=== design 1 ===
### Placement by cell class, design 1

Fill, decap, tap and diode cells in gray.
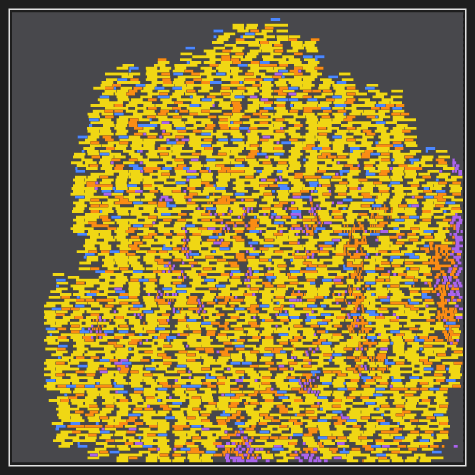

File: src/rtl/cache_pkg.sv
// Shared types and address helpers for the direct-mapped cache controller.
package cache_pkg;
  typedef enum logic [1:0] {IDLE, WB, FILL, REPLAY} state_e;

  localparam int ADDR_W     = 16;
  localparam int OFF_W      = 2;
  localparam int LINE_WORDS = 4;
  localparam int IDX_W_DEF  = 5;
  localparam int TAG_W      = ADDR_W - 3 - IDX_W_DEF;

  function automatic logic [ADDR_W-1:0] tag_of(input logic [ADDR_W-1:0] a, input int idx_w);
    return a >> (3 + idx_w);
  endfunction

  function automatic logic [ADDR_W-1:0] idx_of(input logic [ADDR_W-1:0] a, input int idx_w);
    return (a >> 3) & ((16'd1 << idx_w) - 16'd1);
  endfunction
endpackage

File: src/rtl/dm_cache_ctrl_if.sv
// Requester port plus backing-memory port of the cache controller.
interface dm_cache_ctrl_if;
  logic [15:0] Addr, DataIn, DataOut;
  logic        Rd, Wr, Done, Stall, CacheHit, err;
  logic [15:0] mem_addr, mem_wdata, mem_rdata;
  logic        mem_rd, mem_wr, mem_ack;

  modport slave (
    input  Addr, DataIn, Rd, Wr, mem_rdata, mem_ack,
    output DataOut, Done, Stall, CacheHit, err, mem_addr, mem_wdata, mem_rd, mem_wr
  );

  modport master (
    output Addr, DataIn, Rd, Wr, mem_rdata, mem_ack,
    input  DataOut, Done, Stall, CacheHit, err, mem_addr, mem_wdata, mem_rd, mem_wr
  );
endinterface

File: src/rtl/cache_array.sv
// Tag/data storage with async read; valid/dirty bits clear synchronously on reset.
module cache_array
  import cache_pkg::*;
#(
  parameter int IDX_W = 5
) (
  input  logic                     clk,
  input  logic                     rst,
  input  logic [IDX_W-1:0]         idx_i,
  input  logic [OFF_W-1:0]         off_i,
  input  logic                     we_i,
  input  logic [15:0]              wdata_i,
  input  logic                     wdirty_i,
  input  logic                     line_set_i,
  input  logic [ADDR_W-4-IDX_W:0]  line_tag_i,
  output logic [15:0]              rdata_o,
  output logic [ADDR_W-4-IDX_W:0]  tag_o,
  output logic                     valid_o,
  output logic                     dirty_o
);
  localparam int LINES = 2 ** IDX_W;

  logic [LINES-1:0]          valid_q, dirty_q;
  logic [ADDR_W-4-IDX_W:0]   tag_q  [LINES];
  logic [15:0]               data_q [LINES*LINE_WORDS];

  assign rdata_o = data_q[{idx_i, off_i}];
  assign tag_o   = tag_q[idx_i];
  assign valid_o = valid_q[idx_i];
  assign dirty_o = dirty_q[idx_i];

  always_ff @(posedge clk) begin
    if (rst) begin
      valid_q <= '0;
      dirty_q <= '0;
    end else if (line_set_i) begin
      valid_q[idx_i] <= 1'b1;
      dirty_q[idx_i] <= 1'b0;
    end else if (we_i && wdirty_i) begin
      dirty_q[idx_i] <= 1'b1;
    end
  end

  always_ff @(posedge clk) begin
    if (we_i)       data_q[{idx_i, off_i}] <= wdata_i;
    if (line_set_i) tag_q[idx_i]           <= line_tag_i;
  end
endmodule

File: src/rtl/dm_cache_ctrl.sv
// Direct-mapped write-back/write-allocate cache controller: hits finish in the
// request cycle, misses stall through writeback, refill and a replay cycle.
module dm_cache_ctrl
  import cache_pkg::*;
#(
  parameter int IDX_W = IDX_W_DEF
) (
  input  logic            clk,
  input  logic            rst,
  dm_cache_ctrl_if.slave  bus
);
  localparam int TW = TAG_W + IDX_W_DEF - IDX_W;

  state_e        state_q;
  logic [1:0]    cnt_q;
  logic          mem_rd_q, mem_wr_q;

  logic [TW-1:0]    req_tag, vic_tag;
  logic [IDX_W-1:0] req_idx;
  logic [1:0]       off;
  logic [15:0]      rdata, wdata;
  logic             valid, dirty, req, illegal, hit, last_ack;
  logic             we, wdirty, line_set;

  assign req_tag  = TW'(tag_of(bus.Addr, IDX_W));
  assign req_idx  = IDX_W'(idx_of(bus.Addr, IDX_W));
  assign req      = bus.Rd | bus.Wr;
  assign illegal  = req & ((bus.Rd & bus.Wr) | bus.Addr[0]);
  assign hit      = valid & (vic_tag == req_tag);
  assign last_ack = bus.mem_ack & (cnt_q == 2'd3);
  // During line transfers the array is addressed by the word counter.
  assign off      = (state_q == WB || state_q == FILL) ? cnt_q : bus.Addr[2:1];

  assign bus.mem_rd = mem_rd_q;
  assign bus.mem_wr = mem_wr_q;

  cache_array #(.IDX_W(IDX_W)) u_array (
    .clk       (clk),
    .rst       (rst),
    .idx_i     (req_idx),
    .off_i     (off),
    .we_i      (we),
    .wdata_i   (wdata),
    .wdirty_i  (wdirty),
    .line_set_i(line_set),
    .line_tag_i(req_tag),
    .rdata_o   (rdata),
    .tag_o     (vic_tag),
    .valid_o   (valid),
    .dirty_o   (dirty)
  );

  always_comb begin
    bus.Done      = 1'b0;
    bus.Stall     = 1'b0;
    bus.CacheHit  = 1'b0;
    bus.err       = 1'b0;
    bus.DataOut   = '0;
    bus.mem_addr  = '0;
    bus.mem_wdata = '0;
    we            = 1'b0;
    wdirty        = 1'b0;
    wdata         = bus.DataIn;
    line_set      = 1'b0;
    case (state_q)
      IDLE: begin
        if (illegal) begin
          bus.err  = 1'b1;
          bus.Done = 1'b1;
        end else if (req) begin
          if (hit) begin
            bus.Done     = 1'b1;
            bus.CacheHit = 1'b1;
            bus.DataOut  = bus.Rd ? rdata : '0;
            we           = bus.Wr;
            wdirty       = bus.Wr;
          end else begin
            bus.Stall = 1'b1;
          end
        end
      end
      WB: begin
        bus.Stall     = 1'b1;
        bus.mem_addr  = {vic_tag, req_idx, cnt_q, 1'b0};
        bus.mem_wdata = rdata;
      end
      FILL: begin
        bus.Stall    = 1'b1;
        bus.mem_addr = {req_tag, req_idx, cnt_q, 1'b0};
        we           = bus.mem_ack;
        wdata        = bus.mem_rdata;
        line_set     = last_ack;
      end
      REPLAY: begin
        bus.Done    = 1'b1;
        bus.DataOut = bus.Rd ? rdata : '0;
        we          = bus.Wr;
        wdirty      = bus.Wr;
      end
      default: ;
    endcase
  end

  always_ff @(posedge clk) begin
    if (rst) begin
      state_q  <= IDLE;
      cnt_q    <= 2'd0;
      mem_rd_q <= 1'b0;
      mem_wr_q <= 1'b0;
    end else begin
      case (state_q)
        IDLE: begin
          if (req && !illegal && !hit) begin
            cnt_q <= 2'd0;
            if (valid && dirty) begin
              state_q  <= WB;
              mem_wr_q <= 1'b1;
            end else begin
              state_q  <= FILL;
              mem_rd_q <= 1'b1;
            end
          end
        end
        WB: begin
          if (bus.mem_ack) begin
            cnt_q <= cnt_q + 2'd1;
            if (last_ack) begin
              state_q  <= FILL;
              mem_wr_q <= 1'b0;
              mem_rd_q <= 1'b1;
            end
          end
        end
        FILL: begin
          if (bus.mem_ack) begin
            cnt_q <= cnt_q + 2'd1;
            if (last_ack) begin
              state_q  <= REPLAY;
              mem_rd_q <= 1'b0;
            end
          end
        end
        REPLAY:  state_q <= IDLE;
        default: state_q <= IDLE;
      endcase
    end
  end
endmodule
File: src/flat_wrapper.sv
// flat-port wrapper written by rule: the top's interface ports become plain ports
module dm_cache_ctrl_flat import cache_pkg::*;
#(
  parameter int IDX_W = IDX_W_DEF
)
  (clk, rst, bus_Addr, bus_DataIn, bus_Rd, bus_Wr, bus_mem_rdata, bus_mem_ack, bus_DataOut, bus_Done, bus_Stall, bus_CacheHit, bus_err, bus_mem_addr, bus_mem_wdata, bus_mem_rd, bus_mem_wr);
  dm_cache_ctrl_if bus_i ();
  input  logic clk;
  input  logic rst;
  input wire logic [$bits(bus_i.Addr)-1:0] bus_Addr;
  input wire logic [$bits(bus_i.DataIn)-1:0] bus_DataIn;
  input wire logic [$bits(bus_i.Rd)-1:0] bus_Rd;
  input wire logic [$bits(bus_i.Wr)-1:0] bus_Wr;
  input wire logic [$bits(bus_i.mem_rdata)-1:0] bus_mem_rdata;
  input wire logic [$bits(bus_i.mem_ack)-1:0] bus_mem_ack;
  output wire logic [$bits(bus_i.DataOut)-1:0] bus_DataOut;
  output wire logic [$bits(bus_i.Done)-1:0] bus_Done;
  output wire logic [$bits(bus_i.Stall)-1:0] bus_Stall;
  output wire logic [$bits(bus_i.CacheHit)-1:0] bus_CacheHit;
  output wire logic [$bits(bus_i.err)-1:0] bus_err;
  output wire logic [$bits(bus_i.mem_addr)-1:0] bus_mem_addr;
  output wire logic [$bits(bus_i.mem_wdata)-1:0] bus_mem_wdata;
  output wire logic [$bits(bus_i.mem_rd)-1:0] bus_mem_rd;
  output wire logic [$bits(bus_i.mem_wr)-1:0] bus_mem_wr;
  assign bus_i.Addr = bus_Addr;
  assign bus_i.DataIn = bus_DataIn;
  assign bus_i.Rd = bus_Rd;
  assign bus_i.Wr = bus_Wr;
  assign bus_i.mem_rdata = bus_mem_rdata;
  assign bus_i.mem_ack = bus_mem_ack;
  assign bus_DataOut = bus_i.DataOut;
  assign bus_Done = bus_i.Done;
  assign bus_Stall = bus_i.Stall;
  assign bus_CacheHit = bus_i.CacheHit;
  assign bus_err = bus_i.err;
  assign bus_mem_addr = bus_i.mem_addr;
  assign bus_mem_wdata = bus_i.mem_wdata;
  assign bus_mem_rd = bus_i.mem_rd;
  assign bus_mem_wr = bus_i.mem_wr;
  dm_cache_ctrl #(.IDX_W(IDX_W)) u_core (.clk(clk), .rst(rst), .bus(bus_i));
endmodule
File: config.mk
export PLATFORM = sky130hd
export DESIGN_NAME = dm_cache_ctrl_flat
export DESIGN_NICKNAME = d
export VERILOG_FILES = /design/src/rtl/cache_pkg.sv /design/src/rtl/dm_cache_ctrl_if.sv /design/src/rtl/cache_array.sv /design/src/rtl/dm_cache_ctrl.sv /design/src/flat_wrapper.sv
export SDC_FILE = /design/constraint.sdc
export NUM_CORES = 2
export LEC_CHECK = 0
export CORE_MARGIN = 1.5
export CORE_UTILIZATION = 50
export CTS_BUF_LIST = sky130_fd_sc_hd__clkbuf_4 sky130_fd_sc_hd__clkbuf_8 sky130_fd_sc_hd__clkbuf_16
export CTS_CLUSTER_SIZE = 12
export DETAILED_ROUTE_END_ITERATION = 10
export PLACE_DENSITY = 0.71
export RECOVER_POWER = 100
export SLEW_MARGIN = 20
export SYNTH_ARGS = -nofsm -noshare
export SYNTH_HDL_FRONTEND = slang
export SYNTH_HIERARCHICAL = 1
export SYNTH_SLANG_ARGS = --single-unit
File: constraint.sdc
create_clock -name clk -period 10.6 [get_ports clk]
set_input_delay 3.18 -clock clk [delete_from_list [all_inputs] [get_ports clk]]
set_output_delay 3.18 -clock clk [all_outputs]
set_load 0.005 [all_outputs]
=== design 2 ===
[src/rtl/state_machine.sv]
// Keypad-driven calculator front end: collects two operands, waits for the
// arithmetic unit during CALC, then shows RESULT until a new digit or clear.
module state_machine #(
  parameter int MAX_DIGITS = 4
) (
  input  logic       clk,
  input  logic       rst,
  input  logic [4:0] key,
  input  logic       end_obl,
  output logic [1:0] ST,
  output logic [2:0] ST_L
);

  typedef enum logic [1:0] {
    ST_ARG1   = 2'b00,
    ST_ARG2   = 2'b01,
    ST_CALC   = 2'b10,
    ST_RESULT = 2'b11
  } st_e;

  localparam logic [4:0] KEY_NONE = 5'h10;
  localparam logic [2:0] MAX_L    = 3'(MAX_DIGITS);

  st_e        st_q, st_d;
  logic [2:0] st_l_q, st_l_d;
  logic [4:0] key_prev_q;

  logic press;
  logic is_digit, is_op, is_exec, is_clear;

  // A press is a real key whose previous sample was "no key"; holding a key
  // therefore yields exactly one event.
  assign press    = !key[4] && key_prev_q[4];
  assign is_digit = (key[3:0] <= 4'd9);
  assign is_op    = (key[3:0] >= 4'hA) && (key[3:0] <= 4'hC);
  assign is_exec  = (key[3:0] == 4'hD);
  assign is_clear = (key[3:0] == 4'hE);

  always_ff @(posedge clk or posedge rst) begin
    if (rst) begin
      st_q       <= ST_ARG1;
      st_l_q     <= 3'd0;
      key_prev_q <= KEY_NONE;
    end else begin
      st_q       <= st_d;
      st_l_q     <= st_l_d;
      key_prev_q <= key;
    end
  end

  always_comb begin
    st_d   = st_q;
    st_l_d = st_l_q;
    case (st_q)
      ST_ARG1, ST_ARG2: begin
        if (press) begin
          if (is_digit) begin
            if (st_l_q < MAX_L) st_l_d = st_l_q + 3'd1;
          end else if (is_op) begin
            if (st_q == ST_ARG1 && st_l_q != 3'd0) begin
              st_d   = ST_ARG2;
              st_l_d = 3'd0;
            end
          end else if (is_exec) begin
            // Operand length stays visible while the arithmetic unit works.
            if (st_q == ST_ARG2 && st_l_q != 3'd0) st_d = ST_CALC;
          end else if (is_clear) begin
            st_d   = ST_ARG1;
            st_l_d = 3'd0;
          end
        end
      end
      ST_CALC: begin
        if (end_obl) begin
          st_d   = ST_RESULT;
          st_l_d = 3'd0;
        end
      end
      ST_RESULT: begin
        if (press) begin
          if (is_digit) begin
            st_d   = ST_ARG1;
            st_l_d = 3'd1;
          end else if (is_clear) begin
            st_d   = ST_ARG1;
            st_l_d = 3'd0;
          end
        end
      end
      default: begin
        st_d   = ST_ARG1;
        st_l_d = 3'd0;
      end
    endcase
  end

  assign ST   = st_q;
  assign ST_L = st_l_q;

endmodule

[config.mk]
export PLATFORM = sky130hd
export DESIGN_NAME = state_machine
export DESIGN_NICKNAME = d
export VERILOG_FILES = /design/src/rtl/state_machine.sv
export SDC_FILE = /design/constraint.sdc
export NUM_CORES = 1
export LEC_CHECK = 0
export CORE_MARGIN = 5
export CORE_UTILIZATION = 40
export DETAILED_ROUTE_END_ITERATION = 12
export HOLD_SLACK_MARGIN = 0.03
export MAX_ROUTING_LAYER = met4
export PLACE_DENSITY = 0.7
export SLEW_MARGIN = 25
export SYNTH_ARGS = -nofsm -noshare
export SYNTH_HDL_FRONTEND = slang
export SYNTH_SLANG_ARGS = --single-unit
[constraint.sdc]
create_clock -name clk -period 1.8 [get_ports clk]
set_input_delay 0.36 -clock clk [delete_from_list [all_inputs] [get_ports clk]]
set_output_delay 0.36 -clock clk [all_outputs]
set_load 0.03 [all_outputs]
=== design 3 ===
[src/rtl/muldiv_seq.sv]
// muldiv_seq: multi-cycle RV32M execute unit.
// Multiplies finish in one compute cycle. Divides and remainders use a
// 32-step radix-2 restoring loop. Results leave over a valid/ready pair
// together with their destination tag.
//
// Ports:
//   clk, rst            rising-edge clock, synchronous active-high reset
//   flush               kills any in-flight op or held result (redirect)
//   in_valid/in_ready   op handshake; in_ready is high only while idle
//   a, b, mode, in_tag  operands, RV32M op select, destination tag
//   out_valid/out_ready result handshake
//   q, out_tag          result and its tag, stable while out_valid is held
//
// mode: 000 MUL, 001 MULH, 010 MULHSU, 011 MULHU,
//       100 DIV, 101 DIVU, 110 REM,    111 REMU
//
// Build option: define MULDIV_FAST_SPECIAL_EN so that divide-by-zero and
// signed overflow resolve in the setup cycle (1-edge latency). Without it
// every divide takes 34 edges. Results are identical either way.
module muldiv_seq #(
    parameter int unsigned XLEN  = 32,
    parameter int unsigned TAG_W = 5
) (
    input  logic             clk,
    input  logic             rst,
    input  logic             flush,
    input  logic             in_valid,
    output logic             in_ready,
    input  logic [XLEN-1:0]  a,
    input  logic [XLEN-1:0]  b,
    input  logic [2:0]       mode,
    input  logic [TAG_W-1:0] in_tag,
    output logic             out_valid,
    input  logic             out_ready,
    output logic [XLEN-1:0]  q,
    output logic [TAG_W-1:0] out_tag
);

    localparam int unsigned CNT_W     = 6;
    localparam int unsigned PROD_W    = 2 * XLEN;
    localparam logic [CNT_W-1:0] LAST_ITER = CNT_W'(XLEN - 1);
    localparam logic [XLEN-1:0]  MIN_NEG   = {1'b1, {(XLEN-1){1'b0}}};

    typedef enum logic [2:0] {
        S_IDLE,
        S_MUL,
        S_DIV_SETUP,
        S_DIV_ITER,
        S_DIV_FIX,
        S_DONE
    } state_t;

    state_t state, state_n;

    logic [XLEN-1:0]  op_a, op_b;
    logic [2:0]       op_mode;
    logic [TAG_W-1:0] op_tag;
    logic [XLEN-1:0]  quo, rem, dvs;
    logic             neg_q, neg_r;
    logic [CNT_W-1:0] cnt;

    // Operand classification for divide-type ops
    logic            signed_div, is_rem, b_zero, div_ovf, special;
    logic [XLEN-1:0] special_q;
    logic            sa, sb;
    logic [XLEN-1:0] a_abs, b_abs;

    always_comb begin
        signed_div = ~op_mode[0];
        is_rem     = op_mode[1];
        b_zero     = (op_b == '0);
        div_ovf    = signed_div && (op_a == MIN_NEG) && (op_b == '1);
        special    = b_zero || div_ovf;
        if (b_zero) begin
            special_q = is_rem ? op_a : '1;
        end else begin
            special_q = is_rem ? '0 : MIN_NEG;
        end
        sa    = signed_div && op_a[XLEN-1];
        sb    = signed_div && op_b[XLEN-1];
        a_abs = sa ? -op_a : op_a;
        b_abs = sb ? -op_b : op_b;
    end

    // Multiply: extend each operand per its signedness, keep 2*XLEN bits
    logic              a_sx, b_sx;
    logic [PROD_W-1:0] a_ext, b_ext, prod;
    logic [XLEN-1:0]   mul_q;

    always_comb begin
        a_sx  = ((op_mode == 3'b001) || (op_mode == 3'b010)) && op_a[XLEN-1];
        b_sx  = (op_mode == 3'b001) && op_b[XLEN-1];
        a_ext = {{XLEN{a_sx}}, op_a};
        b_ext = {{XLEN{b_sx}}, op_b};
        prod  = a_ext * b_ext;
        mul_q = (op_mode[1:0] == 2'b00) ? prod[XLEN-1:0] : prod[PROD_W-1:XLEN];
    end

    // One restoring step: shift next dividend bit into the partial remainder
    logic [XLEN:0]   rem_sh;
    logic            step_ge;
    logic [XLEN-1:0] step_diff;
    logic [XLEN-1:0] quo_s, rem_s, fix_q;

    always_comb begin
        rem_sh    = {rem, quo[XLEN-1]};
        step_ge   = (rem_sh >= {1'b0, dvs});
        // When the subtraction succeeds the true difference is below dvs,
        // so the low XLEN bits are exact.
        step_diff = rem_sh[XLEN-1:0] - dvs;
        quo_s     = neg_q ? -quo : quo;
        rem_s     = neg_r ? -rem : rem;
        if (special) begin
            fix_q = special_q;
        end else begin
            fix_q = is_rem ? rem_s : quo_s;
        end
    end

    // State register
    always_ff @(posedge clk) begin
        if (rst) begin
            state <= S_IDLE;
        end else begin
            state <= state_n;
        end
    end

    // Next-state logic; flush overrides everything including an accept
    always_comb begin
        state_n = state;
        case (state)
            S_IDLE: begin
                if (in_valid) begin
                    state_n = mode[2] ? S_DIV_SETUP : S_MUL;
                end
            end
            S_MUL:       state_n = S_DONE;
            S_DIV_SETUP: begin
`ifdef MULDIV_FAST_SPECIAL_EN
                state_n = special ? S_DONE : S_DIV_ITER;
`else
                state_n = S_DIV_ITER;
`endif
            end
            S_DIV_ITER: begin
                if (cnt == LAST_ITER) begin
                    state_n = S_DIV_FIX;
                end
            end
            S_DIV_FIX:   state_n = S_DONE;
            S_DONE: begin
                if (out_ready) begin
                    state_n = S_IDLE;
                end
            end
            default:     state_n = S_IDLE;
        endcase
        if (flush) begin
            state_n = S_IDLE;
        end
    end

    assign in_ready = (state == S_IDLE);

    // Datapath and registered outputs; result loads only when DONE is entered
    always_ff @(posedge clk) begin
        if (rst) begin
            op_a      <= '0;
            op_b      <= '0;
            op_mode   <= '0;
            op_tag    <= '0;
            quo       <= '0;
            rem       <= '0;
            dvs       <= '0;
            neg_q     <= 1'b0;
            neg_r     <= 1'b0;
            cnt       <= '0;
            out_valid <= 1'b0;
            q         <= '0;
            out_tag   <= '0;
        end else begin
            out_valid <= (state_n == S_DONE);
            case (state)
                S_IDLE: begin
                    if (state_n != S_IDLE) begin
                        op_a    <= a;
                        op_b    <= b;
                        op_mode <= mode;
                        op_tag  <= in_tag;
                    end
                end
                S_MUL: begin
                    if (state_n == S_DONE) begin
                        q       <= mul_q;
                        out_tag <= op_tag;
                    end
                end
                S_DIV_SETUP: begin
                    quo   <= a_abs;
                    dvs   <= b_abs;
                    rem   <= '0;
                    neg_q <= sa ^ sb;
                    neg_r <= sa;
                    cnt   <= '0;
                    if (state_n == S_DONE) begin
                        q       <= special_q;
                        out_tag <= op_tag;
                    end
                end
                S_DIV_ITER: begin
                    quo <= {quo[XLEN-2:0], step_ge};
                    rem <= step_ge ? step_diff : rem_sh[XLEN-1:0];
                    if (cnt != LAST_ITER) begin
                        cnt <= cnt + CNT_W'(1);
                    end
                end
                S_DIV_FIX: begin
                    if (state_n == S_DONE) begin
                        q       <= fix_q;
                        out_tag <= op_tag;
                    end
                end
                default: begin
                end
            endcase
        end
    end

endmodule

[config.mk]
export PLATFORM = sky130hd
export DESIGN_NAME = muldiv_seq
export DESIGN_NICKNAME = d
export VERILOG_FILES = /design/src/rtl/muldiv_seq.sv
export SDC_FILE = /design/constraint.sdc
export NUM_CORES = 2
export LEC_CHECK = 0
export ABC_AREA = 1
export CORE_MARGIN = 10
export CORE_UTILIZATION = 35
export CTS_CLUSTER_DIAMETER = 60
export DETAILED_ROUTE_END_ITERATION = 8
export GPL_TIMING_DRIVEN = 0
export PLACE_DENSITY = 0.61
export SETUP_SLACK_MARGIN = 0.15
export SLEW_MARGIN = 20
export SYNTH_ARGS = -nofsm -noshare
export SYNTH_HDL_FRONTEND = slang
export SYNTH_SLANG_ARGS = --single-unit
[constraint.sdc]
create_clock -name clk -period 24 [get_ports clk]
set_clock_uncertainty 0.2 [all_clocks]
set_input_delay 4.8 -clock clk [delete_from_list [all_inputs] [get_ports clk]]
set_output_delay 4.8 -clock clk [all_outputs]
set_load 0.005 [all_outputs]
### Placement view, design 1

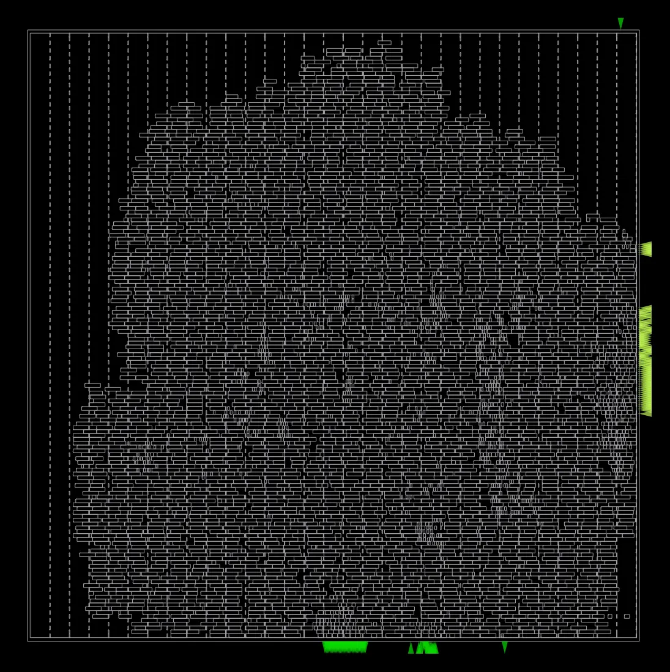
utilization after layout: 57.08%
fin cells: 6939

## Picture notes: 'Placement by cell class' of design 1
legend:
  clock drivers and dummy loads:
    color: blue
    cells: 368
    share_of_their_area: 6.9%
  flip-flops:
    color: yellow
    cells: 2374
    share_of_their_area: 70%
  all other logic:
    color: orange
    cells: 1315
    share_of_their_area: 20%
  other buffers and delay cells:
    color: purple
    cells: 416
    share_of_their_area: 3.2%

==> results.ini, design 1 <==
[run_status]
outcome = finished with violations
failed_checks = max-capacitance violations, max-slew violations

[worst_setup_path]
crit_path_end_kind = output pin
rr_worst_depth = 14
cpMaxStageDelayCell = clkbuf_2
endpoint = bus_mem_wdata[14]
critical_path.max_stage_delay_ns = 1.33

[final_timing]
tns_ns = 0
maxSlewViolCount = 2458
fmax_mhz = 94.86

[global_route]
antenna_found_initial = 9
use_met1_pct = 34.42
overflow = 0

[logic_synthesis]
synthXorXnorAreaFrac_pct = 0.09517
ys_area_mm2 = 0.09203
syn_nets = 3984
aoi_share_pct = 0.4799

[cts]
cts_root_buf = clkbuf_16
clk_latency_ns = 0.86

[power_and_ir_drop]
power.total_mw = 24.47
power_frac_comb_pct = 24.2
switchingPower_mw = 6.476

[job]
drv_cap = 53

[routing]
drtIter0Drc = 6500
viasPerCell = 6.365

[floorplan]
die-area_mm2 = 0.1866

[layout]
mi_logic_area_mm2 = 0.02050
nClkBuffers = 325

### Placement by cell class, design 2

Fill, decap, tap and diode cells in gray.
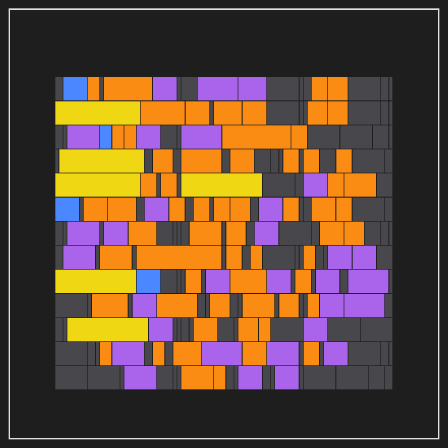
legend:
  flip-flops:
    color: yellow
    cells: 6
    share_of_their_area: 17%
  clock drivers and dummy loads:
    color: blue
    cells: 4
    share_of_their_area: 2.9%
  all other logic:
    color: orange
    cells: 62
    share_of_their_area: 50%
  other buffers and delay cells:
    color: purple
    cells: 31
    share_of_their_area: 30%

### Wiring by layer, design 2

Scale bar: 10 um. Two of the layers only.
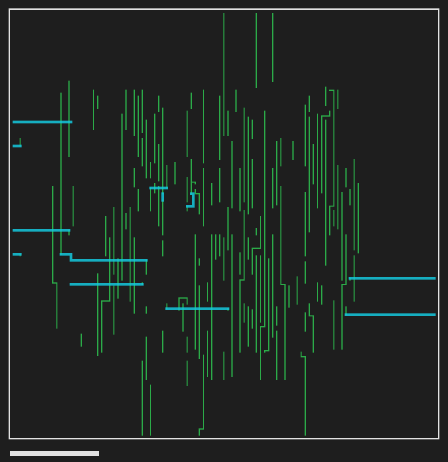
legend:
  met2:
    color: green
    wire_length: 803 um
  met3:
    color: cyan
    wire_length: 63.8 um

==> results.ini, design 2 <==
[run_status]
outcome = completed

[cts]
clk_latency_ns = 0.25
cts_root_buf = clkbuf_4
path_clk_slew_ns = 0.05

[floorplan]
fp_util_pct = 43.56
die_w_um = 48.34

[logic_synthesis]
top_area_share_pct = 21.28
avgSynthCellArea_um2 = 8.168
logic_family = AND-OR/OR-AND gates

[final_timing]
fin_hold_ws_ns = 0.3253
finClkSkew_ns = 0.01220
rsz0062_at_grt = false
fmax_mhz = 577.0

[power_and_ir_drop]
swShare_pct = 43.47
comb-power_mw = 0.820
top_power_group = combinational cells
p_clk_mw = 0.136
pg_seq_mw = 0.239
seqPwrFrac_pct = 20.0

[worst_setup_path]
crit_path_end_kind = output pin
rr_worst_depth = 7
cpMaxStageDelayCell = clkdlybuf4s50_1
crit_arrival_ns = 1.37
r2r-start = ST_L[1]$_DFFE_PP0P_

[layout]
lay_top_cells = buf_4 (19), a21oi_1 (7), clkdlybuf4s50_1 (6)
final_area_um2 = 927.1
buffers = 31
largest_register_ffs = 3
comb_cells = 57
antenna_cells = 0
fin_util_pct = 68.67
n_all_inverters = 5

[routing]
met3_length_um = 63

[placement]
io_buffer_count = 12
globalplace.congestion = 0.8579

[job]
log.warning_count = 28

[global_route]
grt_pass1_wl_mm = 2.904
grt-busiest-layer = met2
overflow = 0

### Zoomed window, design 3

Scale bar: 20 um. Region (79, 79) to (129, 129) um. Cells in gray, sequential cells in the stronger gray; small squares are vias.
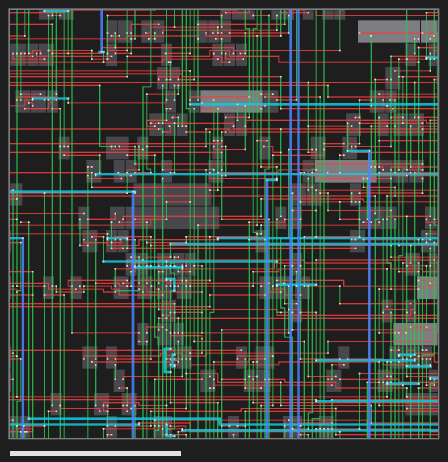
legend:
  met2:
    color: green
  met4:
    color: blue
  met1:
    color: red
  met3:
    color: cyan
netlist names of flops here include: op_a (2)
cells with their middle in the window: 128
most frequent: nand2_1 (42), nand3_1 (25), o21ai_0 (14)
sequential cells in the window: 4

### Placement by cell class, design 3

Fill, decap, tap and diode cells in gray.
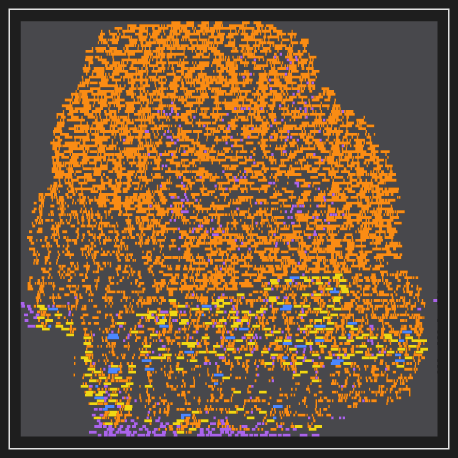
legend:
  other buffers and delay cells:
    color: purple
    cells: 494
    share_of_their_area: 4.7%
  all other logic:
    color: orange
    cells: 6939
    share_of_their_area: 86%
  flip-flops:
    color: yellow
    cells: 217
    share_of_their_area: 7.6%
  clock drivers and dummy loads:
    color: blue
    cells: 44
    share_of_their_area: 1.6%

==> results.ini, design 3 <==
[run_status]
outcome = completed

[final_timing]
min_period_ns = 11.01
rsz0062_at_grt = false

[routing]
vias = 51902
drtPass1Iterations = 7

[logic_synthesis]
ys_area_mm2 = 0.05488
async_flop_share_pct = 0

[layout]
synthToLayoutAreaGrowth_pct = 8.526
final_area_mm2 = 0.05956

[power_and_ir_drop]
comb-power_mw = 5.46
seqPwrFrac_pct = 6.3
power.total_mw = 6.299

[worst_setup_path]
r2r-end = q[28]$_SDFFE_PP0P_
regToRegSetupSlack_ns = 12.99
crit_top_cell = inv_1
r2r-start = op_mode[1]$_SDFFE_PP0P_

[job]
log.warning_count = 27

[global_route]
overflow = 0
use_met1_pct = 39.28


==> screenshots <==
Signal metal coverage by tile.
(a)
Scale bar: 10 um. The die is cut into 10 by 10 equal tiles; black is low, pale yellow is high, scaled to the fullest tile. Values are wire area over tile area, all layers added.
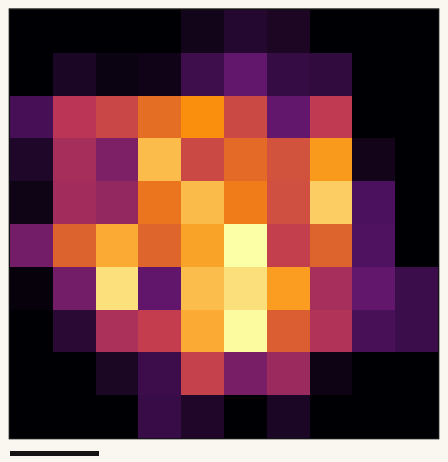
(b)
Scale bar: 100 um. The die is cut into 22 by 22 equal tiles; black is low, pale yellow is high, scaled to the fullest tile. Values are wire area over tile area, all layers added.
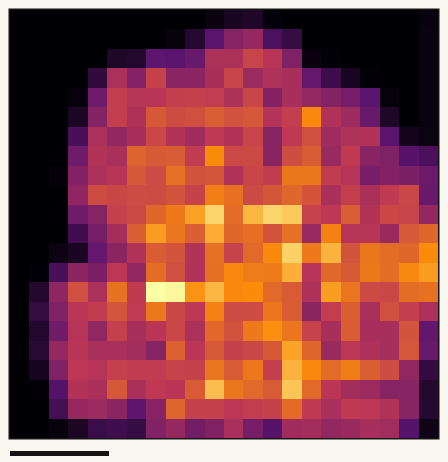
(c)
Scale bar: 100 um. The die is cut into 21 by 21 equal tiles; black is low, pale yellow is high, scaled to the fullest tile. Values are wire area over tile area, all layers added.
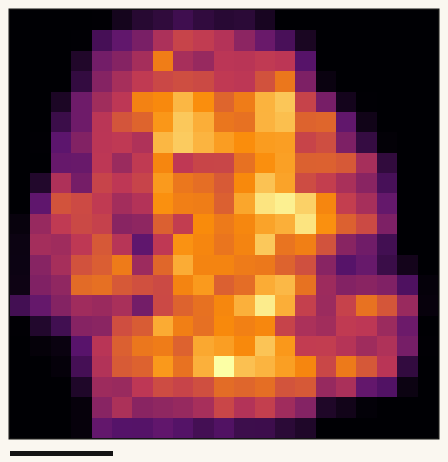
The one with the smallest die is (a).
(b) is design 1.
(a) is design 2.
(c) is design 3.


